# usec_delay_scheduler_flat

--- src/rtl/usec_delay_scheduler_pkg.sv ---
// Shared types and defaults for the microsecond delay scheduler.
// One delay engine is time-shared among several requesters.
package usec_delay_scheduler_pkg;

  localparam int NREQ_DEF = 4;
  localparam int CW_DEF   = 16;

  typedef enum logic [1:0] {
    IDLE  = 2'd0,
    COUNT = 2'd1,
    DONE  = 2'd2
  } state_t;

  function automatic int idx_w(int n);
    return (n > 1) ? $clog2(n) : 1;
  endfunction

endpackage

--- src/rtl/usec_delay_scheduler_if.sv ---
// Requester-side bundle of the delay scheduler.
// Master = requesters, slave = the scheduler.
interface usec_delay_scheduler_if
  import usec_delay_scheduler_pkg::*;
#(
  parameter int NREQ = NREQ_DEF,
  parameter int CW   = CW_DEF
);

  logic [NREQ-1:0]    req;
  logic [NREQ*CW-1:0] dur;
  logic [NREQ-1:0]    gnt;
  logic [NREQ-1:0]    done;
  logic               busy;

  modport master (
    output req,
    output dur,
    input  gnt,
    input  done,
    input  busy
  );

  modport slave (
    input  req,
    input  dur,
    output gnt,
    output done,
    output busy
  );

endinterface

--- src/rtl/usec_delay_scheduler_rr_arbiter.sv ---
// Combinational round-robin pick, searching from last+1 upward.
// The last winner gets lowest priority.
module rr_arbiter
  import usec_delay_scheduler_pkg::*;
#(
  parameter int NREQ = NREQ_DEF,
  parameter int IW   = idx_w(NREQ_DEF)
) (
  input  logic [NREQ-1:0] req,
  input  logic [IW-1:0]   last,
  output logic [NREQ-1:0] win,
  output logic            valid
);

  always_comb begin
    win   = '0;
    valid = 1'b0;
    for (int k = 1; k <= NREQ; k++) begin
      if (!valid && req[(int'(last) + k) % NREQ]) begin
        win[(int'(last) + k) % NREQ] = 1'b1;
        valid = 1'b1;
      end
    end
  end

endmodule

--- src/rtl/usec_delay_scheduler.sv ---
// Shared microsecond delay engine: round-robin grant,
// tick-driven down-count, one-cycle done pulse.
module usec_delay_scheduler
  import usec_delay_scheduler_pkg::*;
#(
  parameter int NREQ = NREQ_DEF,
  parameter int CW   = CW_DEF
) (
  input  logic clk,
  input  logic rst,
  input  logic tick,
  usec_delay_scheduler_if.slave bus
);

  localparam int IW = idx_w(NREQ);

  state_t          state_q, state_d;
  logic [CW-1:0]   cnt_q, cnt_d;
  logic [NREQ-1:0] gnt_q, gnt_d;
  logic [NREQ-1:0] done_q, done_d;
  logic [IW-1:0]   last_q, last_d;
  logic [IW-1:0]   win_q, win_d;
  logic            busy_q;

  logic [NREQ-1:0] arb_oh;
  logic            arb_valid;
  logic [IW-1:0]   win_c;

  rr_arbiter #(
    .NREQ (NREQ),
    .IW   (IW)
  ) u_arb (
    .req   (bus.req),
    .last  (last_q),
    .win   (arb_oh),
    .valid (arb_valid)
  );

  always_comb begin
    win_c = '0;
    for (int i = 0; i < NREQ; i++) begin
      if (arb_oh[i]) win_c = IW'(i);
    end
  end

  always_comb begin
    state_d = state_q;
    cnt_d   = cnt_q;
    gnt_d   = gnt_q;
    done_d  = '0;
    last_d  = last_q;
    win_d   = win_q;
    unique case (state_q)
      IDLE: begin
        if (arb_valid) begin
          state_d = COUNT;
          cnt_d   = bus.dur[int'(win_c)*CW +: CW];
          gnt_d   = arb_oh;
          win_d   = win_c;
        end
      end
      COUNT: begin
        // A dropped request aborts silently and still rotates priority.
        if (!bus.req[win_q]) begin
          state_d = IDLE;
          gnt_d   = '0;
          last_d  = win_q;
        end else if (cnt_q == '0) begin
          state_d = DONE;
          done_d  = gnt_q;
        end else if (tick) begin
          cnt_d = cnt_q - CW'(1);
          if (cnt_q == CW'(1)) begin
            state_d = DONE;
            done_d  = gnt_q;
          end
        end
      end
      DONE: begin
        state_d = IDLE;
        gnt_d   = '0;
        last_d  = win_q;
      end
      default: begin
        state_d = IDLE;
        gnt_d   = '0;
      end
    endcase
  end

  always_ff @(posedge clk or negedge rst) begin
    if (!rst) begin
      state_q <= IDLE;
      cnt_q   <= '0;
      gnt_q   <= '0;
      done_q  <= '0;
      busy_q  <= 1'b0;
      last_q  <= IW'(NREQ - 1);
      win_q   <= '0;
    end else begin
      state_q <= state_d;
      cnt_q   <= cnt_d;
      gnt_q   <= gnt_d;
      done_q  <= done_d;
      busy_q  <= (state_d != IDLE);
      last_q  <= last_d;
      win_q   <= win_d;
    end
  end

  assign bus.gnt  = gnt_q;
  assign bus.done = done_q;
  assign bus.busy = busy_q;

endmodule

--- src/flat_wrapper.sv ---
// flat-port wrapper written by rule: the top's interface ports become plain ports
module usec_delay_scheduler_flat import usec_delay_scheduler_pkg::*;
#(
  parameter int NREQ = NREQ_DEF,
  parameter int CW   = CW_DEF
)
  (clk, rst, tick, bus_req, bus_dur, bus_gnt, bus_done, bus_busy);
  usec_delay_scheduler_if #(.NREQ(NREQ), .CW(CW)) bus_i ();
  input  logic clk;
  input  logic rst;
  input  logic tick;
  input wire logic [$bits(bus_i.req)-1:0] bus_req;
  input wire logic [$bits(bus_i.dur)-1:0] bus_dur;
  output wire logic [$bits(bus_i.gnt)-1:0] bus_gnt;
  output wire logic [$bits(bus_i.done)-1:0] bus_done;
  output wire logic [$bits(bus_i.busy)-1:0] bus_busy;
  assign bus_i.req = bus_req;
  assign bus_i.dur = bus_dur;
  assign bus_gnt = bus_i.gnt;
  assign bus_done = bus_i.done;
  assign bus_busy = bus_i.busy;
  usec_delay_scheduler #(.NREQ(NREQ), .CW(CW)) u_core (.clk(clk), .rst(rst), .tick(tick), .bus(bus_i));
endmodule
--- config.mk ---
export PLATFORM = sky130hd
export DESIGN_NAME = usec_delay_scheduler_flat
export DESIGN_NICKNAME = d
export VERILOG_FILES = /design/src/rtl/usec_delay_scheduler_pkg.sv /design/src/rtl/usec_delay_scheduler_if.sv /design/src/rtl/usec_delay_scheduler_rr_arbiter.sv /design/src/rtl/usec_delay_scheduler.sv /design/src/flat_wrapper.sv
export SDC_FILE = /design/constraint.sdc
export NUM_CORES = 1
export LEC_CHECK = 0
export CAP_MARGIN = 10
export CORE_MARGIN = 3
export CORE_UTILIZATION = 51
export DETAILED_ROUTE_END_ITERATION = 10
export PLACE_DENSITY = 0.95
export REMOVE_ABC_BUFFERS = 1
export SYNTH_ARGS = -nofsm -noshare
export SYNTH_HDL_FRONTEND = slang
export SYNTH_SLANG_ARGS = --single-unit
--- constraint.sdc ---
create_clock -name clk -period 4.6 [get_ports clk]
set_input_delay 0.46 -clock clk [delete_from_list [all_inputs] [get_ports clk]]
set_output_delay 0.46 -clock clk [all_outputs]
set_load 0.01 [all_outputs]
==> usec_delay_scheduler_flat/placement.png <==
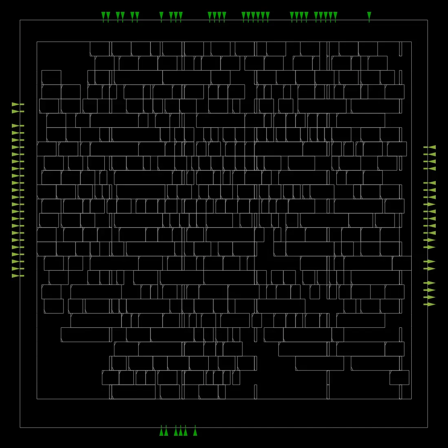
Core Box Area: 4848 sq um
final cell count without fillers: 448
n_taps: 67
register share of the cell area: 22.02%
Seq cells: 31

==> usec_delay_scheduler_flat/io_fan.png <==
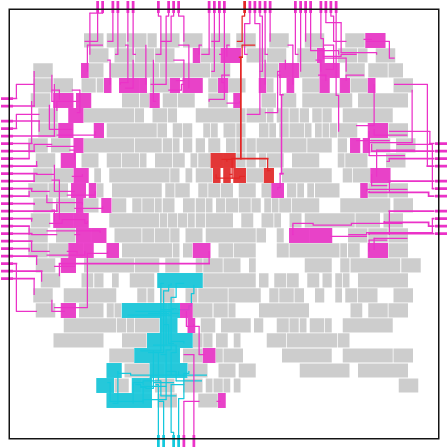
- red: tick (bits 1; direction input; edge top; end cells 6; buffers 1; wire 51.2 microns)
- cyan: bus_req (bits 4; direction input; edge bottom; end cells 13; buffers 4; wire 246 microns)
- magenta: bus_dur (bits 64; direction input; edge 27 top, 24 left, 11 right, 2 bottom; end cells 55; buffers 64; wire 1090 microns)

==> CHANGELOG.md <==
### Physical design

- RSZ-0062 raised after global routing: false
- Wire length reported by the detailed router: 7454 microns
- Number of instances resized during post-cts repair: 0
- Final-report setup violation count: 0
- Cell group occupying the most layout area: combinational gates
- Clock transition at path regs: 0.07 ns
- Post-placement cell area: 3417 sq um
- Count of buffers inserted at the top-level ports: 79
- Maximum root-to-sink buffer count: 2
- CTS tree: yes
- Share of the core filled with cells in the final layout: 72.90%
- Layout filler cell count: 363
- Layer with the highest usage after global routing: met2
- Clock latency of the later-clocked register in the worst-skew pair: 0.28 ns
- Commonest Layout Cell: sky130_fd_sc_hd__clkdlybuf4s50_1
- Fraction of area in clock buffers and inverters: 3.327%
- Biggest power consumer among the groups: combinational logic
- Status: finished clean

# i2c_target_regfile

File: config.mk
export PLATFORM = sky130hd
export DESIGN_NAME = i2c_target_regfile
export DESIGN_NICKNAME = d
export VERILOG_FILES = /design/src/rtl/i2c_pkg.sv /design/src/rtl/i2c_line_filter.sv /design/src/rtl/i2c_target_regfile.sv
export SDC_FILE = /design/constraint.sdc
export NUM_CORES = 1
export LEC_CHECK = 0
export ABC_AREA = 1
export CORE_UTILIZATION = 40
export DETAILED_ROUTE_END_ITERATION = 16
export PLACE_DENSITY_LB_ADDON = 0.3
export RECOVER_POWER = 100
export SYNTH_ARGS = -nofsm -noshare
export SYNTH_HDL_FRONTEND = slang
export SYNTH_SLANG_ARGS = --single-unit
File: constraint.sdc
create_clock -name system_clock -period 6.1 [get_ports system_clock]
set_input_delay 0.915 -clock system_clock [delete_from_list [all_inputs] [get_ports system_clock]]
set_output_delay 0.915 -clock system_clock [all_outputs]
set_load 0.1 [all_outputs]
File: src/rtl/i2c_pkg.sv
// i2c_pkg: shared state encoding and I2C protocol constants for the register-file target.
package i2c_pkg;
    typedef enum logic [3:0] {
        IDLE, ADDR, ADDR_ACK, PTR, PTR_ACK, WDATA, WDATA_ACK, RDATA, RACK, IGNORE
    } i2c_tgt_state_e;
    localparam logic I2C_ACK = 1'b0;
    localparam logic I2C_NACK = 1'b1;
    localparam logic [6:0] GEN_CALL_ADDR = 7'h00;
    localparam logic [7:0] GEN_CALL_RESET = 8'h06;
endpackage

File: src/rtl/i2c_line_filter.sv
// i2c_line_filter: 2-flop synchroniser, FILTER_LEN-sample stability filter and edge strobes.
module i2c_line_filter #(
    parameter int FILTER_LEN = 3
) (
    input  logic system_clock,
    input  logic reset_n,
    input  logic pin,
    output logic level,
    output logic rise,
    output logic fall
);
    localparam int CW = $clog2(FILTER_LEN + 1);
    logic [1:0] sync;
    logic prev;
    logic [CW-1:0] cnt;
    // Idle bus reads high, so the filtered level starts at 1 to avoid a false edge out of reset.
    always_ff @(posedge system_clock or negedge reset_n) begin
        if (!reset_n) begin
            sync <= 2'b11;
            level <= 1'b1;
            prev <= 1'b1;
            cnt <= '0;
        end else begin
            sync <= {sync[0], pin};
            prev <= level;
            if (sync[1] == level) cnt <= '0;
            else if (cnt == CW'(FILTER_LEN - 1)) begin
                level <= sync[1];
                cnt <= '0;
            end else cnt <= cnt + 1'b1;
        end
    end
    assign rise = level & ~prev;
    assign fall = ~level & prev;
endmodule

File: src/rtl/i2c_target_regfile.sv
// i2c_target_regfile: I2C target exposing a pointer-addressed register file to a local host.
// Optional general-call register reset is enabled by defining I2C_GENERAL_CALL_EN.
module i2c_target_regfile
    import i2c_pkg::*;
#(
    parameter logic [6:0] TARGET_ADDR = 7'h50,
    parameter int NUM_REGS = 16,
    parameter int FILTER_LEN = 3,
    parameter logic [7:0] RESET_VAL = 8'h00,
    localparam int PTR_W = $clog2(NUM_REGS)
) (
    input  logic system_clock,
    input  logic reset_n,
    input  logic sda_in,
    input  logic scl_in,
    output logic sda_oe,
    output logic busy,
    output logic wr_strobe,
    output logic [PTR_W-1:0] wr_addr,
    output logic [7:0] wr_data,
    input  logic [PTR_W-1:0] host_addr,
    output logic [7:0] host_rdata
);
`ifdef I2C_GENERAL_CALL_EN
    localparam bit GC_EN = 1'b1;
`else
    localparam bit GC_EN = 1'b0;
`endif
    logic sda_f, sda_rise, sda_fall, scl_f, scl_rise, scl_fall;
    i2c_line_filter #(.FILTER_LEN(FILTER_LEN)) u_sda (.system_clock(system_clock), .reset_n(reset_n),
        .pin(sda_in), .level(sda_f), .rise(sda_rise), .fall(sda_fall));
    i2c_line_filter #(.FILTER_LEN(FILTER_LEN)) u_scl (.system_clock(system_clock), .reset_n(reset_n),
        .pin(scl_in), .level(scl_f), .rise(scl_rise), .fall(scl_fall));
    i2c_tgt_state_e state;
    logic [7:0] regs [NUM_REGS];
    logic [7:0] shift;
    logic [2:0] bitcnt;
    logic [PTR_W-1:0] pointer;
    logic gc;
    logic start, stop, last, addr_hit, gc_hit, ptr_ok;
    logic [7:0] byte_in;
    logic [PTR_W-1:0] ptr_next;
    assign start = sda_fall & scl_f;
    assign stop = sda_rise & scl_f;
    assign byte_in = {shift[6:0], sda_f};
    assign last = bitcnt == 3'd7;
    assign addr_hit = byte_in[7:1] == TARGET_ADDR;
    assign gc_hit = GC_EN && byte_in == {GEN_CALL_ADDR, 1'b0};
    assign ptr_ok = {1'b0, byte_in} < 9'(NUM_REGS);
    assign ptr_next = pointer == PTR_W'(NUM_REGS - 1) ? '0 : pointer + 1'b1;
    assign host_rdata = regs[host_addr];
    always_ff @(posedge system_clock or negedge reset_n) begin
        if (!reset_n) begin
            state <= IDLE;
            sda_oe <= 1'b0;
            busy <= 1'b0;
            wr_strobe <= 1'b0;
            wr_addr <= '0;
            wr_data <= '0;
            pointer <= '0;
            shift <= '0;
            bitcnt <= '0;
            gc <= 1'b0;
            for (int i = 0; i < NUM_REGS; i++) regs[i] <= RESET_VAL;
        end else begin
            wr_strobe <= 1'b0;
            if (start) begin
                state <= ADDR;
                bitcnt <= '0;
                busy <= 1'b1;
                sda_oe <= 1'b0;
                gc <= 1'b0;
            end else if (stop) begin
                state <= IDLE;
                busy <= 1'b0;
                sda_oe <= 1'b0;
            end else if (scl_fall) begin
                // SDA only changes while SCL is low: ACK slots pull low, read bits drive inverted data.
                sda_oe <= state inside {ADDR_ACK, PTR_ACK, WDATA_ACK} ? ~I2C_ACK :
                          state == RDATA ? ~shift[7] : 1'b0;
            end else if (scl_rise) begin
                case (state)
                    ADDR: begin
                        shift <= byte_in;
                        bitcnt <= bitcnt + 1'b1;
                        if (last) begin
                            state <= (addr_hit || gc_hit) ? ADDR_ACK : IGNORE;
                            gc <= gc_hit;
                        end
                    end
                    ADDR_ACK: begin
                        state <= shift[0] ? RDATA : PTR;
                        if (shift[0]) shift <= regs[pointer];
                    end
                    PTR: begin
                        shift <= byte_in;
                        bitcnt <= bitcnt + 1'b1;
                        if (last && gc) begin
                            state <= PTR_ACK;
                            if (byte_in == GEN_CALL_RESET) begin
                                pointer <= '0;
                                for (int i = 0; i < NUM_REGS; i++) regs[i] <= RESET_VAL;
                            end
                        end else if (last) begin
                            state <= ptr_ok ? PTR_ACK : IGNORE;
                            if (ptr_ok) pointer <= byte_in[PTR_W-1:0];
                        end
                    end
                    PTR_ACK: state <= gc ? IGNORE : WDATA;
                    WDATA: begin
                        shift <= byte_in;
                        bitcnt <= bitcnt + 1'b1;
                        if (last) begin
                            regs[pointer] <= byte_in;
                            wr_strobe <= 1'b1;
                            wr_addr <= pointer;
                            wr_data <= byte_in;
                            pointer <= ptr_next;
                            state <= WDATA_ACK;
                        end
                    end
                    WDATA_ACK: state <= WDATA;
                    RDATA: begin
                        shift <= {shift[6:0], 1'b0};
                        bitcnt <= bitcnt + 1'b1;
                        if (last) begin
                            pointer <= ptr_next;
                            state <= RACK;
                        end
                    end
                    RACK: begin
                        state <= (sda_f == I2C_NACK) ? IGNORE : RDATA;
                        shift <= regs[pointer];
                    end
                    default: ;
                endcase
            end
        end
    end
endmodule

==> i2c_target_regfile/io_fan.png <==
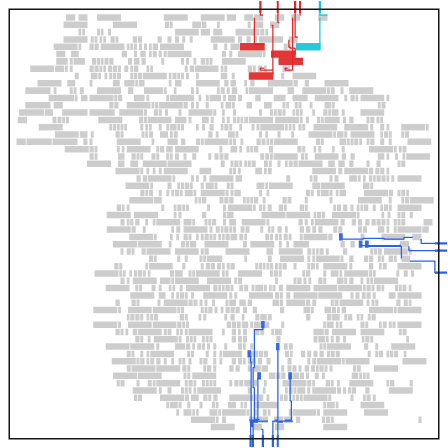
- cyan: wr_strobe (bits 1; direction output; edge top; end cells 1; buffers 1; wire 15.9 microns)
- red: wr_addr (bits 4; direction output; edge top; end cells 4; buffers 4; wire 93.1 microns)
- blue: host_rdata (bits 8; direction output; edge 5 bottom, 3 right; end cells 8; buffers 8; wire 270 microns)
count of buffers inserted at the top-level ports: 30
I/O pin count: 31

==> CHANGELOG.md <==
### Physical design

- Antenna violations before repair: 0
- Yosys top cell by instances: sky130_fd_sc_hd__nand2_1
- Logic depth of the worst setup path including buffers: 9
- Biggest register: regs
- P_seq: 1.31 mW
- FP Util: 40.76%
- MaxCap Viol Count: 4
- Syn Area/Cell: 7.278 sq um
- Hold worst-path end: u_sda.sync[1]
- Ao+oa area frac: 17.58%
- Final-report max-slew violation count: 200
- Peak supply drop: 0.1744 mV
- Register area share after synthesis: 44.16%
- Status: finished with violations
- Violations in the final reports: max-capacitance violations, max-slew violations
==> i2c_target_regfile/placement.png <==
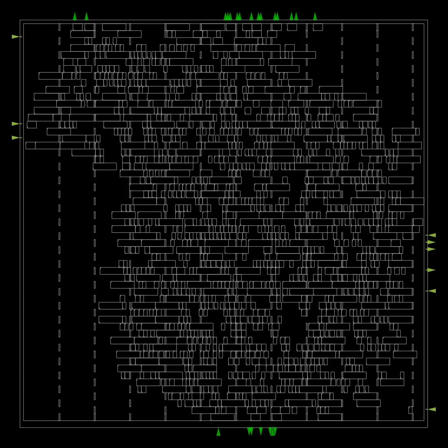
share of the core filled with cells in the final layout: 44.33%
standard-cell rows: 57
Core Box Area: 24250 sq um
Seq cells: 174
n_taps: 324


# stopwatch_counter_flat

$ cat config.mk
export PLATFORM = sky130hd
export DESIGN_NAME = stopwatch_counter_flat
export DESIGN_NICKNAME = d
export VERILOG_FILES = /design/src/rtl/stopwatch_counter_if.sv /design/src/rtl/stopwatch_counter.sv /design/src/flat_wrapper.sv
export SDC_FILE = /design/constraint.sdc
export NUM_CORES = 1
export LEC_CHECK = 0
export CAP_MARGIN = 20
export CELL_PAD_IN_SITES_DETAIL_PLACEMENT = 1
export CELL_PAD_IN_SITES_GLOBAL_PLACEMENT = 2
export CORE_MARGIN = 4
export CORE_UTILIZATION = 38
export DETAILED_ROUTE_END_ITERATION = 6
export PLACE_DENSITY = 0.88
export SETUP_SLACK_MARGIN = 0.15
export SYNTH_ARGS = -nofsm -noshare
export SYNTH_HDL_FRONTEND = slang
export SYNTH_SLANG_ARGS = --single-unit
$ cat constraint.sdc
create_clock -name clk -period 5.1 [get_ports clk]
set_clock_uncertainty 0.05 [all_clocks]
set_input_delay 1.02 -clock clk [delete_from_list [all_inputs] [get_ports clk]]
set_output_delay 1.02 -clock clk [all_outputs]
set_load 0.01 [all_outputs]
$ cat src/rtl/stopwatch_counter_if.sv
// Control link from the clock-timer control FSM to the stopwatch counting core.
// valid is the run/hold level, fsm_reset is the clear-and-hold level.
interface stopwatch_counter_if;
  logic valid;
  logic fsm_reset;

  modport master (output valid, output fsm_reset);
  modport slave  (input  valid, input  fsm_reset);
endinterface

$ cat src/rtl/stopwatch_counter.sv
// MM:SS.cc stopwatch core: prescaled centisecond time base feeding a six-digit
// BCD ripple cascade, run/pause/clear under the control FSM levels.
module stopwatch_counter #(
  parameter int unsigned TICK_DIV = 500000,
  parameter int unsigned CNT_W    = 19
) (
  input  logic                  clk,
  input  logic                  reset_n,
  stopwatch_counter_if.slave    ctrl,
  output logic [3:0]            cs_units,
  output logic [3:0]            cs_tens,
  output logic [3:0]            sec_units,
  output logic [3:0]            sec_tens,
  output logic [3:0]            min_units,
  output logic [3:0]            min_tens,
  output logic                  running,
  output logic                  tick,
  output logic                  overflow
);

  typedef enum logic [1:0] {
    CLEARED,
    RUNNING,
    PAUSED
  } state_t;

  localparam logic [CNT_W-1:0] PRESC_LAST = CNT_W'(TICK_DIV - 1);

  state_t           state;
  logic [CNT_W-1:0] presc;

  logic [3:0] nx_cs_units;
  logic [3:0] nx_cs_tens;
  logic [3:0] nx_sec_units;
  logic [3:0] nx_sec_tens;
  logic [3:0] nx_min_units;
  logic [3:0] nx_min_tens;
  logic       nx_wrap;

  // Next digit values if the count advances this cycle (full ripple carry).
  always_comb begin
    nx_cs_units  = cs_units;
    nx_cs_tens   = cs_tens;
    nx_sec_units = sec_units;
    nx_sec_tens  = sec_tens;
    nx_min_units = min_units;
    nx_min_tens  = min_tens;
    nx_wrap      = 1'b0;
    if (cs_units != 4'd9) begin
      nx_cs_units = cs_units + 4'd1;
    end else begin
      nx_cs_units = 4'd0;
      if (cs_tens != 4'd9) begin
        nx_cs_tens = cs_tens + 4'd1;
      end else begin
        nx_cs_tens = 4'd0;
        if (sec_units != 4'd9) begin
          nx_sec_units = sec_units + 4'd1;
        end else begin
          nx_sec_units = 4'd0;
          if (sec_tens != 4'd5) begin
            nx_sec_tens = sec_tens + 4'd1;
          end else begin
            nx_sec_tens = 4'd0;
            if (min_units != 4'd9) begin
              nx_min_units = min_units + 4'd1;
            end else begin
              nx_min_units = 4'd0;
              if (min_tens != 4'd5) begin
                nx_min_tens = min_tens + 4'd1;
              end else begin
                nx_min_tens = 4'd0;
                nx_wrap     = 1'b1;
              end
            end
          end
        end
      end
    end
  end

  // Run/pause/clear state machine with prescaler, digit registers and flags.
  always_ff @(posedge clk or negedge reset_n) begin
    if (!reset_n) begin
      state     <= CLEARED;
      presc     <= '0;
      cs_units  <= '0;
      cs_tens   <= '0;
      sec_units <= '0;
      sec_tens  <= '0;
      min_units <= '0;
      min_tens  <= '0;
      running   <= 1'b0;
      tick      <= 1'b0;
      overflow  <= 1'b0;
    end else begin
      tick <= 1'b0;
      if (ctrl.fsm_reset) begin
        state     <= CLEARED;
        presc     <= '0;
        cs_units  <= '0;
        cs_tens   <= '0;
        sec_units <= '0;
        sec_tens  <= '0;
        min_units <= '0;
        min_tens  <= '0;
        running   <= 1'b0;
        overflow  <= 1'b0;
      end else begin
        case (state)
          CLEARED: begin
            if (ctrl.valid) begin
              state   <= RUNNING;
              running <= 1'b1;
            end
          end
          RUNNING: begin
            // Dropping valid freezes the prescaler, so a terminal count
            // reached here is advanced on the first running cycle after resume.
            if (!ctrl.valid) begin
              state   <= PAUSED;
              running <= 1'b0;
            end else if (presc == PRESC_LAST) begin
              presc     <= '0;
              cs_units  <= nx_cs_units;
              cs_tens   <= nx_cs_tens;
              sec_units <= nx_sec_units;
              sec_tens  <= nx_sec_tens;
              min_units <= nx_min_units;
              min_tens  <= nx_min_tens;
              tick      <= 1'b1;
              if (nx_wrap) begin
                overflow <= 1'b1;
              end
            end else begin
              presc <= presc + 1'b1;
            end
          end
          PAUSED: begin
            if (ctrl.valid) begin
              state   <= RUNNING;
              running <= 1'b1;
            end
          end
          default: begin
            state   <= CLEARED;
            running <= 1'b0;
          end
        endcase
      end
    end
  end

endmodule

$ cat src/flat_wrapper.sv
// flat-port wrapper written by rule: the top's interface ports become plain ports
module stopwatch_counter_flat 
#(
  parameter int unsigned TICK_DIV = 500000,
  parameter int unsigned CNT_W    = 19
)
  (clk, reset_n, cs_units, cs_tens, sec_units, sec_tens, min_units, min_tens, running, tick, overflow, ctrl_valid, ctrl_fsm_reset);
  stopwatch_counter_if ctrl_i ();
  input  logic clk;
  input  logic reset_n;
  output logic [3:0] cs_units;
  output logic [3:0] cs_tens;
  output logic [3:0] sec_units;
  output logic [3:0] sec_tens;
  output logic [3:0] min_units;
  output logic [3:0] min_tens;
  output logic running;
  output logic tick;
  output logic overflow;
  input wire logic [$bits(ctrl_i.valid)-1:0] ctrl_valid;
  input wire logic [$bits(ctrl_i.fsm_reset)-1:0] ctrl_fsm_reset;
  assign ctrl_i.valid = ctrl_valid;
  assign ctrl_i.fsm_reset = ctrl_fsm_reset;
  stopwatch_counter #(.TICK_DIV(TICK_DIV), .CNT_W(CNT_W)) u_core (.clk(clk), .reset_n(reset_n), .ctrl(ctrl_i), .cs_units(cs_units), .cs_tens(cs_tens), .sec_units(sec_units), .sec_tens(sec_tens), .min_units(min_units), .min_tens(min_tens), .running(running), .tick(tick), .overflow(overflow));
endmodule
==> stopwatch_counter_flat/io_fan.png <==
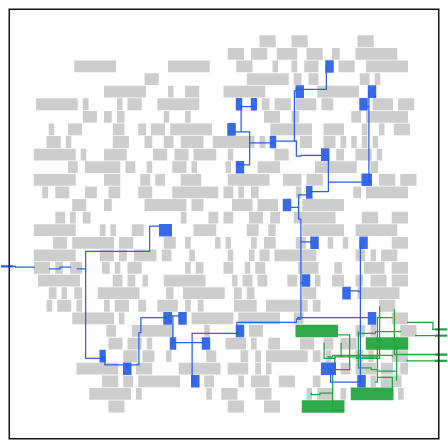
- blue: ctrl_fsm_reset (bits 1; direction input; edge left; end cells 29; buffers 2; wire 346 microns)
- green: sec_units (bits 4; direction output; edge right; end cells 4; buffers 4; wire 182 microns)
I/O pin count: 31
count of buffers inserted at the top-level ports: 30

==> CHANGELOG.md <==
### Physical design

- Cell group occupying the most layout area: combinational gates
- Worst slew margin: 43.88%
- Min-Delay Startpoint: u_core.overflow
- Startpoint kind of the worst setup timing path: input port
- Data required time at the worst endpoint: 5.22 ns
- Leakage Power: 1.293 nW
- Clock Tree Root: sky130_fd_sc_hd__clkbuf_8
- Most common library cells after synthesis: 47 x sky130_fd_sc_hd__dfrtp_1, 32 x sky130_fd_sc_hd__nor2_1, 31 x sky130_fd_sc_hd__nand2_1
- Ao+oa area frac: 9.284%
- Distinct lib cells: 47
- Flip-flop and latch count after synthesis: 47
- Final-report max-slew violation count: 0
- Cell mode on critical path: sky130_fd_sc_hd__buf_4
- Status: finished clean
- Synthesized instance count: 288
- Cell family with the largest share of critical-path delay: buffers and inverters
- Area occupied by registers: 1176 sq um
- Average detailed-routed wire length per instance: 15.69 microns
- Clk. pwr: 0.227 mW
- Post-CTS setup buffer count: 0
- Multi-input combinational cell area: 1426 sq um
- Fin area: 3177 sq um
- Startpoint of the most critical register-to-register path: u_core.presc[11]
==> stopwatch_counter_flat/placement.png <==
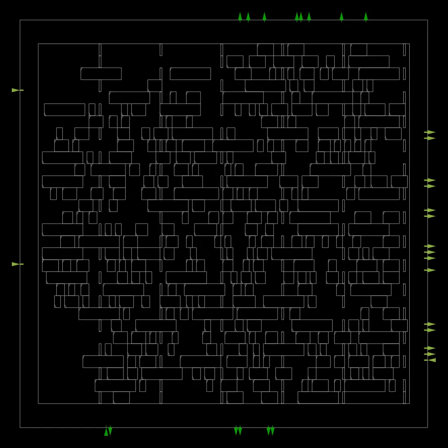
layout filler cell count: 809
share of the core filled with cells in the final layout: 46.25%
Seq cells: 47


# age_select_3slot

==> age_select_3slot/placement.png <==
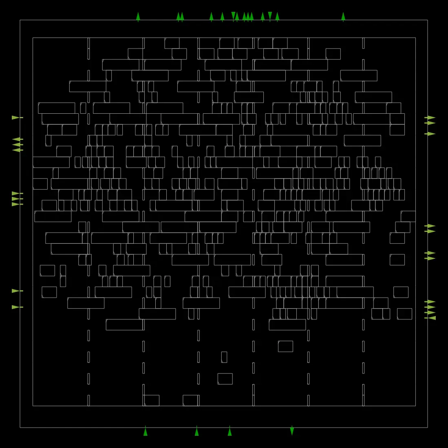
==> age_select_3slot/wires.png <==
Bar = 20 microns.
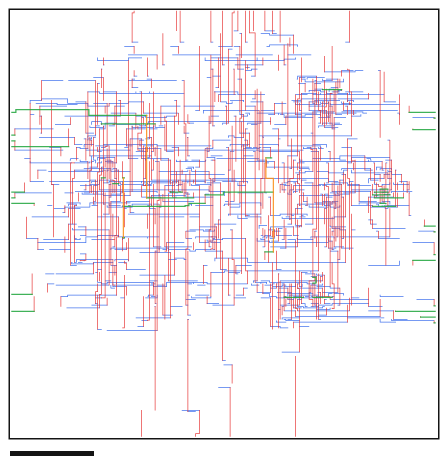
File: src/rtl/age_select_3slot.sv
// age_select_3slot: three-entry holding buffer that ages resident entries
// and presents the oldest one (lowest index on equal age) on a valid/ready port.
// A presented entry that is stalled stays locked until the consumer accepts it.
module age_select_3slot #(
    parameter int unsigned DATA_WIDTH = 8,
    parameter int unsigned AGE_WIDTH  = 4
) (
    input  logic                     clk,
    input  logic                     reset_n,
    input  logic                     in_valid,
    output logic                     in_ready,
    input  logic [DATA_WIDTH-1:0]    in_data,
    output logic                     out_valid,
    input  logic                     out_ready,
    output logic [DATA_WIDTH-1:0]    out_data,
    output logic [1:0]               out_slot,
    output logic [3*AGE_WIDTH-1:0]   ages,
    output logic [1:0]               occupancy
);

    localparam int unsigned N_SLOTS = 3;

    logic [N_SLOTS-1:0]    valid_q, valid_d;
    logic [AGE_WIDTH-1:0]  age_q  [N_SLOTS];
    logic [AGE_WIDTH-1:0]  age_d  [N_SLOTS];
    logic [DATA_WIDTH-1:0] data_q [N_SLOTS];
    logic [DATA_WIDTH-1:0] data_d [N_SLOTS];
    logic                  lock_q, lock_d;
    logic                  out_valid_q, out_valid_d;
    logic [DATA_WIDTH-1:0] out_data_q, out_data_d;
    logic [1:0]            out_slot_q, out_slot_d;
    logic [1:0]            occupancy_q, occupancy_d;
    logic                  in_ready_q, in_ready_d;

    logic                  deq_c;
    logic                  enq_c;
    logic [1:0]            wr_idx_c;
    logic                  wr_found_c;
    logic [1:0]            best_c;
    logic [AGE_WIDTH-1:0]  best_age_c;
    logic                  best_found_c;
    logic [1:0]            sel_c;

    // Next slot state, then the presentation that this next state will show
    always_comb begin
        valid_d      = valid_q;
        age_d        = age_q;
        data_d       = data_q;
        deq_c        = out_valid_q & out_ready;
        enq_c        = 1'b0;
        wr_idx_c     = 2'd0;
        wr_found_c   = 1'b0;
        best_c       = 2'd0;
        best_age_c   = '0;
        best_found_c = 1'b0;
        sel_c        = 2'd0;
        out_data_d   = '0;
        out_slot_d   = 2'd0;

        // Lowest free slot of the pre-edge state; a slot freed this edge is not reused
        for (int unsigned i = 0; i < N_SLOTS; i++) begin
            if (!valid_q[i] && !wr_found_c) begin
                wr_idx_c   = 2'(i);
                wr_found_c = 1'b1;
            end
        end
        enq_c = in_valid & in_ready_q & wr_found_c;

        // Age survivors (saturating), retire the accepted slot, write the new entry
        for (int unsigned i = 0; i < N_SLOTS; i++) begin
            if (valid_q[i]) begin
                if (deq_c && (out_slot_q == 2'(i))) begin
                    valid_d[i] = 1'b0;
                    age_d[i]   = '0;
                end else if (age_q[i] != {AGE_WIDTH{1'b1}}) begin
                    age_d[i] = age_q[i] + AGE_WIDTH'(1);
                end
            end
            if (enq_c && (wr_idx_c == 2'(i))) begin
                valid_d[i] = 1'b1;
                age_d[i]   = '0;
                data_d[i]  = in_data;
            end
        end

        occupancy_d = 2'(valid_d[0]) + 2'(valid_d[1]) + 2'(valid_d[2]);
        in_ready_d  = (occupancy_d != 2'd3);
        out_valid_d = (occupancy_d != 2'd0);
        lock_d      = out_valid_q & ~out_ready;

        // Oldest valid slot; strict compare keeps the lowest index on ties
        for (int unsigned i = 0; i < N_SLOTS; i++) begin
            if (valid_d[i] && (!best_found_c || (age_d[i] > best_age_c))) begin
                best_c       = 2'(i);
                best_age_c   = age_d[i];
                best_found_c = 1'b1;
            end
        end
        sel_c = lock_d ? out_slot_q : best_c;

        if (out_valid_d) begin
            out_slot_d = sel_c;
            for (int unsigned i = 0; i < N_SLOTS; i++) begin
                if (sel_c == 2'(i)) begin
                    out_data_d = data_d[i];
                end
            end
        end
    end

    // State and output registers
    always_ff @(posedge clk or negedge reset_n) begin
        if (!reset_n) begin
            valid_q     <= '0;
            lock_q      <= 1'b0;
            out_valid_q <= 1'b0;
            out_data_q  <= '0;
            out_slot_q  <= 2'd0;
            occupancy_q <= 2'd0;
            in_ready_q  <= 1'b1;
            for (int unsigned i = 0; i < N_SLOTS; i++) begin
                age_q[i]  <= '0;
                data_q[i] <= '0;
            end
        end else begin
            valid_q     <= valid_d;
            lock_q      <= lock_d;
            out_valid_q <= out_valid_d;
            out_data_q  <= out_data_d;
            out_slot_q  <= out_slot_d;
            occupancy_q <= occupancy_d;
            in_ready_q  <= in_ready_d;
            for (int unsigned i = 0; i < N_SLOTS; i++) begin
                age_q[i]  <= age_d[i];
                data_q[i] <= data_d[i];
            end
        end
    end

    // Pack per-slot ages onto the output bus (empty slots hold age 0)
    always_comb begin
        ages = '0;
        for (int unsigned i = 0; i < N_SLOTS; i++) begin
            ages[i*AGE_WIDTH +: AGE_WIDTH] = age_q[i];
        end
    end

    assign in_ready  = in_ready_q;
    assign out_valid = out_valid_q;
    assign out_data  = out_data_q;
    assign out_slot  = out_slot_q;
    assign occupancy = occupancy_q;

endmodule

File: config.mk
export PLATFORM = sky130hd
export DESIGN_NAME = age_select_3slot
export DESIGN_NICKNAME = d
export VERILOG_FILES = /design/src/rtl/age_select_3slot.sv
export SDC_FILE = /design/constraint.sdc
export NUM_CORES = 1
export LEC_CHECK = 0
export ABC_AREA = 1
export CAP_MARGIN = 5
export CORE_MARGIN = 3
export CORE_UTILIZATION = 30
export DETAILED_ROUTE_END_ITERATION = 10
export SYNTH_ARGS = -nofsm -noshare
export SYNTH_HDL_FRONTEND = slang
export SYNTH_SLANG_ARGS = --single-unit
File: constraint.sdc
create_clock -name clk -period 6.3 [get_ports clk]
set_clock_uncertainty 0.1 [all_clocks]
set_input_delay 0.63 -clock clk [delete_from_list [all_inputs] [get_ports clk]]
set_output_delay 0.63 -clock clk [all_outputs]
set_load 0.01 [all_outputs]
==> CHANGELOG.md <==
### Physical design

- Cell mode on critical path: sky130_fd_sc_hd__nand2_1
- Post-DP HPWL: 4710 microns
- R2r worst-path depth: 30
- Total power density per cell area: 604.3 nW/um^2
- Leakage Power: 1.647 nW
- Buffers, non-clock: 38
- Cell total after placement: 472
- Final-report setup violation count: 0
- Mapped cell area: 2786 sq um
- Status: finished clean
- Non-clock buffer area fraction after layout: 11.13%
- Cell family with the largest share of critical-path delay: simple AND/OR/NAND/NOR gates
- Cell Int Power: 1.046 mW
- Biggest power consumer among the groups: combinational logic
- R2R setup slack: 2.48 ns
- Synthesized instance count: 332
- Adder share: 5.658%
- Hold Fails Final Rpt: 0
- Post-placement cell area: 3259 sq um
- Syn Area/Cell: 8.393 sq um
- Yosys top cell by instances: sky130_fd_sc_hd__nand2_1
Notes on age_select_3slot/placement.png above:
Core Box Area: 8891 sq um
final cell count without fillers: 480
share of the core filled with cells in the final layout: 37.67%
Seq cells: 53
standard-cell rows: 34

Notes on age_select_3slot/wires.png above:
- blue: metal 1 (wire length 2770 microns)
- green: metal 3 (wire length 211 microns)
- red: metal 2 (wire length 3250 microns)
- orange: metal 4 (wire length 58.3 microns)
via count: 2306
wire length reported by the detailed router: 6281 microns
average detailed-routed wire length per instance: 13.09 microns


# dma_cmd_queue

==> dma_cmd_queue/clk_routes.png <==
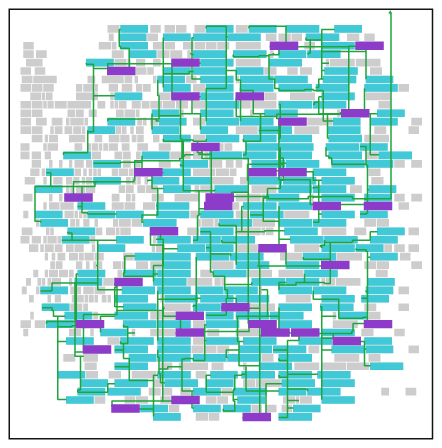
==> dma_cmd_queue/io_fan.png <==
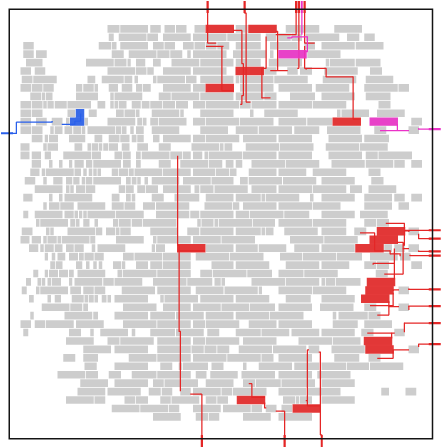
$ cat config.mk
export PLATFORM = sky130hd
export DESIGN_NAME = dma_cmd_queue
export DESIGN_NICKNAME = d
export VERILOG_FILES = /design/src/rtl/dma_cmd_queue.sv
export SDC_FILE = /design/constraint.sdc
export NUM_CORES = 1
export LEC_CHECK = 0
export CAP_MARGIN = 15
export CORE_AREA = 3 3 133 135
export CTS_CLUSTER_SIZE = 8
export DETAILED_ROUTE_END_ITERATION = 10
export DIE_AREA = 0 0 136 138
export PLACE_DENSITY = 0.78
export SLEW_MARGIN = 30
export SYNTH_ARGS = -nofsm -noshare
export SYNTH_HDL_FRONTEND = slang
export SYNTH_SLANG_ARGS = --single-unit
$ cat constraint.sdc
create_clock -name clk -period 2.75 [get_ports clk]
set_input_delay 0.4125 -clock clk [delete_from_list [all_inputs] [get_ports clk]]
set_output_delay 0.4125 -clock clk [all_outputs]
set_load 0.02 [all_outputs]
$ cat src/rtl/dma_cmd_queue.sv
// dma_cmd_queue: bus-programmable command FIFO that feeds a DMA controller.
// Software stages SRC/DST/MODE and pushes them; the FSM pops one command at a
// time, pulses dreq_ low for one cycle and waits for eop_ before the next one.

`ifndef BUS_ADDR_WIDTH
`define BUS_ADDR_WIDTH 16
`endif
`ifndef DATA_WIDTH
`define DATA_WIDTH 16
`endif

module dma_cmd_queue #(
  parameter logic [`BUS_ADDR_WIDTH-1:0] BASE  = 'h0F0,
  parameter int                         DEPTH = 4
) (
  input  logic                       clk,
  input  logic                       reset_,
  input  logic [`BUS_ADDR_WIDTH-1:0] addr,
  input  logic [`DATA_WIDTH-1:0]     idata,
  output logic [`DATA_WIDTH-1:0]     odata,
  input  logic                       rw_,
  input  logic                       cs_,
  output logic [`BUS_ADDR_WIDTH-1:0] dsaddr,
  output logic [`BUS_ADDR_WIDTH-1:0] ddaddr,
  output logic [1:0]                 dmode,
  output logic                       dreq_,
  input  logic                       eop_
);

  localparam int AW = `BUS_ADDR_WIDTH;
  localparam int DW = `DATA_WIDTH;
  localparam int PW = (DEPTH > 1) ? $clog2(DEPTH) : 1;
  localparam int CW = PW + 1;
  localparam logic [CW-1:0] FULL_CNT = CW'(DEPTH);

  localparam logic [1:0] S_IDLE = 2'd0;
  localparam logic [1:0] S_REQ  = 2'd1;
  localparam logic [1:0] S_BUSY = 2'd2;

  logic [AW-1:0] src_q, src_d, dst_q, dst_d;
  logic [1:0]    mode_q, mode_d;
  logic [AW-1:0] dsaddr_q, dsaddr_d, ddaddr_q, ddaddr_d;
  logic [1:0]    dmode_q, dmode_d;
  logic [1:0]    state_q, state_d;
  logic [PW-1:0] wptr_q, wptr_d, rptr_q, rptr_d;
  logic [CW-1:0] count_q, count_d;
  logic          overflow_q, overflow_d;
  logic [15:0]   doneCnt_q, doneCnt_d;

  logic [AW-1:0] srcMem  [DEPTH];
  logic [AW-1:0] dstMem  [DEPTH];
  logic [1:0]    modeMem [DEPTH];

  logic [AW-1:0] addrOff;
  logic [2:0]    regSel;
  logic          hit, wrEn, rdEn;
  logic          popEn, pushReq, pushAccept;
  logic [DW-1:0] statusVal;

  // A pop frees a slot on the same edge, so a push into a full FIFO is only
  // refused when no pop happens alongside it.
  assign addrOff    = addr - BASE;
  assign hit        = !cs_ && (addr >= BASE) && (addrOff <= AW'(4));
  assign regSel     = addrOff[2:0];
  assign wrEn       = hit && !rw_;
  assign rdEn       = hit && rw_;
  assign popEn      = (state_q == S_IDLE) && (count_q != '0);
  assign pushReq    = wrEn && (regSel == 3'd3);
  assign pushAccept = pushReq && ((count_q != FULL_CNT) || popEn);

  assign dsaddr = dsaddr_q;
  assign ddaddr = ddaddr_q;
  assign dmode  = dmode_q;
  assign dreq_  = (state_q != S_REQ);

  // Next-state logic for staging registers, FIFO bookkeeping, FSM and counters.
  always_comb begin
    src_d      = src_q;
    dst_d      = dst_q;
    mode_d     = mode_q;
    dsaddr_d   = dsaddr_q;
    ddaddr_d   = ddaddr_q;
    dmode_d    = dmode_q;
    state_d    = state_q;
    wptr_d     = wptr_q;
    rptr_d     = rptr_q;
    count_d    = count_q;
    overflow_d = overflow_q;
    doneCnt_d  = doneCnt_q;

    if (wrEn && regSel == 3'd0) src_d  = idata[AW-1:0];
    if (wrEn && regSel == 3'd1) dst_d  = idata[AW-1:0];
    if (wrEn && regSel == 3'd2) mode_d = idata[1:0];

    if (pushReq && !pushAccept) overflow_d = 1'b1;
    if (pushReq && idata[3])    overflow_d = 1'b0;

    if (pushAccept) wptr_d = wptr_q + PW'(1);
    if (popEn) begin
      rptr_d   = rptr_q + PW'(1);
      dsaddr_d = srcMem[rptr_q];
      ddaddr_d = dstMem[rptr_q];
      dmode_d  = modeMem[rptr_q];
    end

    case ({pushAccept, popEn})
      2'b10:   count_d = count_q + CW'(1);
      2'b01:   count_d = count_q - CW'(1);
      default: count_d = count_q;
    endcase

    case (state_q)
      S_IDLE:  if (popEn) state_d = S_REQ;
      S_REQ:   state_d = S_BUSY;
      S_BUSY:  if (!eop_) state_d = S_IDLE;
      default: state_d = S_IDLE;
    endcase

    if (state_q == S_BUSY && !eop_) doneCnt_d = doneCnt_q + 16'd1;
    if (wrEn && regSel == 3'd4)     doneCnt_d = '0;
  end

  // All control state, cleared asynchronously so a reset abandons any transfer.
  always_ff @(posedge clk or negedge reset_) begin
    if (!reset_) begin
      src_q      <= '0;
      dst_q      <= '0;
      mode_q     <= '0;
      dsaddr_q   <= '0;
      ddaddr_q   <= '0;
      dmode_q    <= '0;
      state_q    <= S_IDLE;
      wptr_q     <= '0;
      rptr_q     <= '0;
      count_q    <= '0;
      overflow_q <= 1'b0;
      doneCnt_q  <= '0;
    end else begin
      src_q      <= src_d;
      dst_q      <= dst_d;
      mode_q     <= mode_d;
      dsaddr_q   <= dsaddr_d;
      ddaddr_q   <= ddaddr_d;
      dmode_q    <= dmode_d;
      state_q    <= state_d;
      wptr_q     <= wptr_d;
      rptr_q     <= rptr_d;
      count_q    <= count_d;
      overflow_q <= overflow_d;
      doneCnt_q  <= doneCnt_d;
    end
  end

  // FIFO storage needs no reset; entries are only read once count says valid.
  always_ff @(posedge clk) begin
    if (pushAccept) begin
      srcMem[wptr_q]  <= src_q;
      dstMem[wptr_q]  <= dst_q;
      modeMem[wptr_q] <= mode_q;
    end
  end

  // Combinational read mux; anything but a read hit returns zero.
  always_comb begin
    statusVal      = '0;
    statusVal[0]   = (count_q == '0);
    statusVal[1]   = (count_q == FULL_CNT);
    statusVal[2]   = (state_q != S_IDLE);
    statusVal[3]   = overflow_q;
    statusVal[8:4] = 5'(count_q);
    odata = '0;
    if (rdEn) begin
      case (regSel)
        3'd0:    odata = DW'(src_q);
        3'd1:    odata = DW'(dst_q);
        3'd2:    odata = DW'(mode_q);
        3'd3:    odata = statusVal;
        3'd4:    odata = DW'(doneCnt_q);
        default: odata = '0;
      endcase
    end
  end

endmodule

==> CHANGELOG.md <==
### Physical design

- Status: finished clean
- Crit Path Category: in2out
- Minimum setup slack after placement: -0.4593 ns
- Final estimated routing congestion in global placement: 0.7737
- Number of hold buffers added after cts: 1
- Met2 GRT Util: 35.78%
- Synth top area cells: sky130_fd_sc_hd__edfxtp_1 44%, sky130_fd_sc_hd__dfrtp_1 25%, sky130_fd_sc_hd__mux2_2 8.8%
- Register area share after synthesis: 68.77%
- Detailed-route wire length on metal 1: 8288 microns
- Post-synthesis net count: 596
- Cell total after placement: 867
- Clock transition at path regs: 0.05 ns
- Combinational gate count: 294
- Standard cell with the maximum stage delay on the critical path: sky130_fd_sc_hd__clkdlybuf4s50_1
- Share of the synthesized area in the top cell type: 43.64%
- Final cell count without fillers: 928
- Layout filler cell count: 1053
- Ao+oa area frac: 2.072%
About dma_cmd_queue/clk_routes.png:
- purple: clock drivers (count 34)
- green: clock wires (length 2690 microns)
- cyan: flip-flops (count 230)
- routed clock nets: 35
final clock skew: 0.01102 ns
Clk. pwr: 3.76 mW
clock latency of the later-clocked register in the worst-skew pair: 0.48 ns
clock network power share: 35.9%

About dma_cmd_queue/io_fan.png:
- magenta: dmode (bits 2; direction output; edge 1 right, 1 top; end cells 2; buffers 2; wire 35.0 microns)
- blue: eop_ (bits 1; direction input; edge left; end cells 2; buffers 1; wire 26.4 microns)
- red: dsaddr (bits 16; direction output; edge 8 right, 5 top, 3 bottom; end cells 16; buffers 16; wire 580 microns)
I/O pin count: 88
count of buffers inserted at the top-level ports: 87


# dff_serial_tx

==> dff_serial_tx/clk_routes.png <==
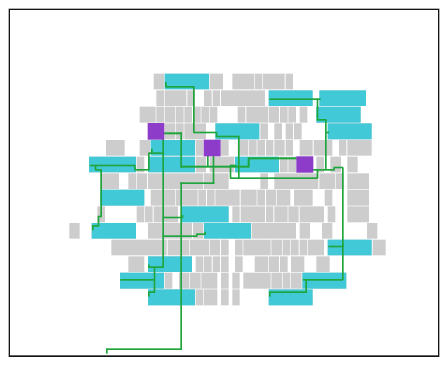
==> dff_serial_tx/io_placement.png <==
Pins as bars across the die edge, other pins in grey.
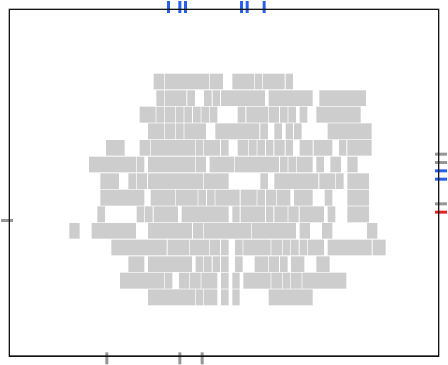
==> dff_serial_tx/placement.png <==
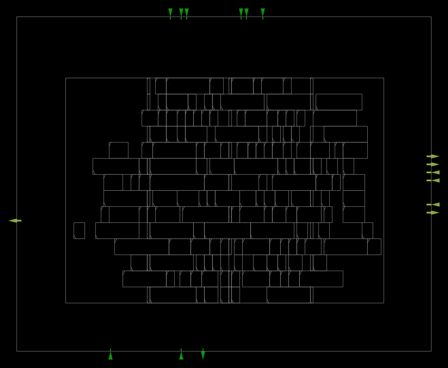
[src/rtl/dff_serial_tx.sv]
// dff_serial_tx: parallel-to-serial transmitter feeding a chain of capture flops.
// A word is taken on a valid/ready handshake and shifted out one bit per clock on
// sdata, framed by sframe, followed by an optional idle gap before the next word.
module dff_serial_tx #(
  parameter int WIDTH      = 8,
  parameter bit MSB_FIRST  = 1'b1,
  parameter int GAP_CYCLES = 1
) (
  input  logic             clk,
  input  logic             rst,
  input  logic [WIDTH-1:0] in_data,
  input  logic             in_valid,
  output logic             in_ready,
  output logic             sdata,
  output logic             sdata_n,
  output logic             sframe,
  output logic             tx_done
);

  localparam int CW = $clog2(WIDTH);
  localparam logic [CW-1:0] CNT_LAST = CW'(WIDTH - 1);
  localparam logic [3:0] GAP_LAST = (GAP_CYCLES > 0) ? 4'(GAP_CYCLES - 1) : 4'd0;

  typedef enum logic [1:0] {
    IDLE  = 2'd0,
    SHIFT = 2'd1,
    GAP   = 2'd2
  } state_t;

  state_t           r_state, w_nextState;
  logic [CW-1:0]    r_bitCnt, w_nextBitCnt;
  logic [3:0]       r_gapCnt, w_nextGapCnt;
  logic [WIDTH-1:0] r_shift, w_nextShift;
  logic             r_sdata, w_nextSdata;
  logic             r_sframe, w_nextSframe;
  logic             r_txDone, w_nextTxDone;
  logic             r_inReady, w_nextInReady;

  logic             w_handshake;
  logic             w_firstBit;
  logic [WIDTH-1:0] w_loadShift;
  logic             w_outBit;
  logic [WIDTH-1:0] w_shifted;

  assign w_handshake = in_valid && r_inReady;

  // The first payload bit goes straight to the sdata register on the handshake
  // edge, so the shift register is loaded already advanced by one position.
  assign w_firstBit  = MSB_FIRST ? in_data[WIDTH-1] : in_data[0];
  assign w_loadShift = MSB_FIRST ? {in_data[WIDTH-2:0], 1'b0} : {1'b0, in_data[WIDTH-1:1]};
  assign w_outBit    = MSB_FIRST ? r_shift[WIDTH-1] : r_shift[0];
  assign w_shifted   = MSB_FIRST ? {r_shift[WIDTH-2:0], 1'b0} : {1'b0, r_shift[WIDTH-1:1]};

  // Next-state and next-output logic; outputs are computed one cycle ahead so
  // that every output except sdata_n comes straight from a flop.
  always_comb begin
    w_nextState   = r_state;
    w_nextBitCnt  = r_bitCnt;
    w_nextGapCnt  = r_gapCnt;
    w_nextShift   = r_shift;
    w_nextSdata   = 1'b0;
    w_nextSframe  = 1'b0;
    w_nextTxDone  = 1'b0;
    w_nextInReady = 1'b0;
    case (r_state)
      IDLE: begin
        if (w_handshake) begin
          w_nextState  = SHIFT;
          w_nextBitCnt = '0;
          w_nextShift  = w_loadShift;
          w_nextSdata  = w_firstBit;
          w_nextSframe = 1'b1;
        end else begin
          w_nextInReady = 1'b1;
        end
      end
      SHIFT: begin
        if (r_bitCnt == CNT_LAST) begin
          w_nextTxDone = 1'b1;
          if (GAP_CYCLES > 0) begin
            w_nextState  = GAP;
            w_nextGapCnt = 4'd0;
          end else begin
            w_nextState   = IDLE;
            w_nextInReady = 1'b1;
          end
        end else begin
          w_nextBitCnt = r_bitCnt + 1'b1;
          w_nextShift  = w_shifted;
          w_nextSdata  = w_outBit;
          w_nextSframe = 1'b1;
        end
      end
      GAP: begin
        if (r_gapCnt == GAP_LAST) begin
          w_nextState   = IDLE;
          w_nextInReady = 1'b1;
        end else begin
          w_nextGapCnt = r_gapCnt + 4'd1;
        end
      end
      default: begin
        w_nextState = IDLE;
      end
    endcase
  end

  // State, counters, shift register and registered outputs; reset wins over a
  // simultaneous handshake and aborts any frame in flight without a tx_done.
  always_ff @(posedge clk) begin
    if (rst) begin
      r_state   <= IDLE;
      r_bitCnt  <= '0;
      r_gapCnt  <= 4'd0;
      r_shift   <= '0;
      r_sdata   <= 1'b0;
      r_sframe  <= 1'b0;
      r_txDone  <= 1'b0;
      r_inReady <= 1'b0;
    end else begin
      r_state   <= w_nextState;
      r_bitCnt  <= w_nextBitCnt;
      r_gapCnt  <= w_nextGapCnt;
      r_shift   <= w_nextShift;
      r_sdata   <= w_nextSdata;
      r_sframe  <= w_nextSframe;
      r_txDone  <= w_nextTxDone;
      r_inReady <= w_nextInReady;
    end
  end

  assign in_ready = r_inReady;
  assign sdata    = r_sdata;
  assign sdata_n  = ~r_sdata;
  assign sframe   = r_sframe;
  assign tx_done  = r_txDone;

endmodule

[config.mk]
export PLATFORM = sky130hd
export DESIGN_NAME = dff_serial_tx
export DESIGN_NICKNAME = d
export VERILOG_FILES = /design/src/rtl/dff_serial_tx.sv
export SDC_FILE = /design/constraint.sdc
export NUM_CORES = 1
export LEC_CHECK = 0
export ABC_AREA = 1
export CORE_ASPECT_RATIO = 0.75
export CORE_MARGIN = 8
export CORE_UTILIZATION = 46
export DETAILED_ROUTE_END_ITERATION = 6
export MAX_ROUTING_LAYER = met4
export PLACE_DENSITY = 0.85
export SYNTH_ARGS = -nofsm -noshare
export SYNTH_HDL_FRONTEND = slang
export SYNTH_SLANG_ARGS = --single-unit
[constraint.sdc]
create_clock -name clk -period 1.3 [get_ports clk]
set_clock_uncertainty 0.05 [all_clocks]
set_input_delay 0.39 -clock clk [delete_from_list [all_inputs] [get_ports clk]]
set_output_delay 0.39 -clock clk [all_outputs]
set_load 0.02 [all_outputs]
==> CHANGELOG.md <==
### Physical design

- Combinational group share of total power: 19.5%
- Total global routing overflow: 0
- Non-clock buffer area fraction after layout: 14.30%
- Sum of negative setup slack: 0 ns
- Fin worst setup slack: 0.03050 ns
- Synth top area cells: sky130_fd_sc_hd__dfxtp_1 40%, sky130_fd_sc_hd__nand2_1 14%, sky130_fd_sc_hd__nor2_1 6.3%
- Combinational gate count: 98
- Post-synthesis net count: 148
- N_taps: 24
- Post-synthesis xor/xnor area fraction: 0%
- Met3 Usage GRT: 3.684%
- Hold worst-path end: r_shift[1]
- P_seq: 0.674 mW
- Clock Tree Root: sky130_fd_sc_hd__clkbuf_4
- Distinct lib cells: 20
- CP peak stage delay: 0.35 ns
- Sequential power share: 55.7%
- Seq cells: 20
- Status: finished clean
- Power attributed to combinational cells: 0.236 mW
- Flip-flop and latch count after synthesis: 20
- Yosys stat area: 1011 sq um
Notes on dff_serial_tx/clk_routes.png above:
- purple: clock drivers (count 3)
- cyan: flip-flops (count 20)
- green: clock wires (length 277 microns)
- routed clock nets: 4

Notes on dff_serial_tx/io_placement.png above:
- blue: in_data (pins 8; direction input; edge 6 top, 2 right)
- red: in_ready (pins 1; direction output; edge right)
Die Y-Extent: 56.60 microns
count of buffers inserted at the top-level ports: 15
die width: 70.13 microns

Notes on dff_serial_tx/placement.png above:
final cell count without fillers: 181
standard-cell rows: 14



## Gallery

Routed clock nets over the placement.
image #1
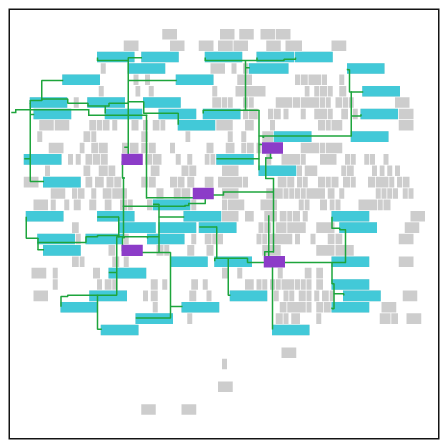
image #2
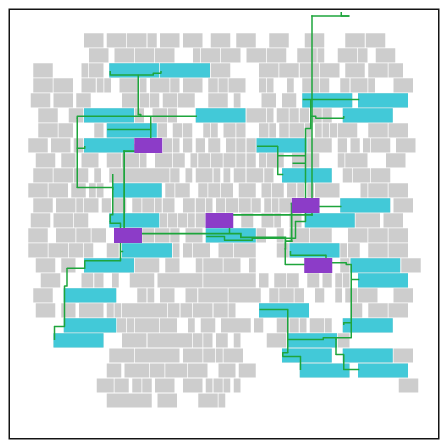
image #3
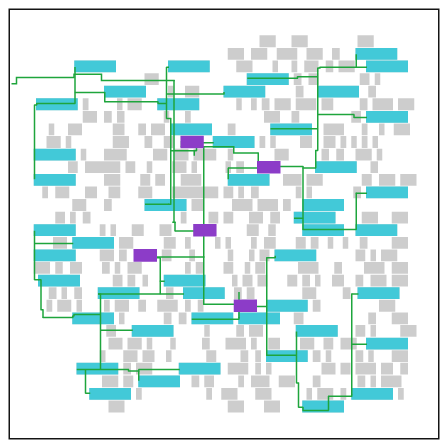
image #4
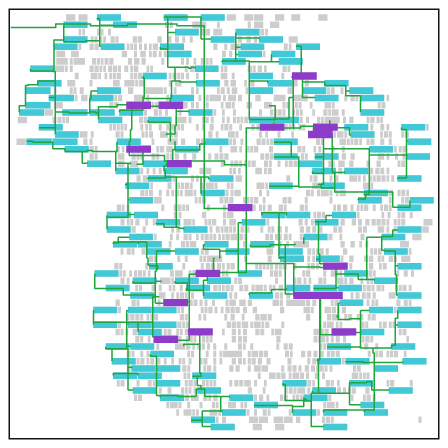
Image #2 is usec_delay_scheduler_flat.
Image #3 is stopwatch_counter_flat.
Image #4 is i2c_target_regfile.
Image #1 is age_select_3slot.
- most sequential cells: image #4

Power and IR drop assume default switching activity.
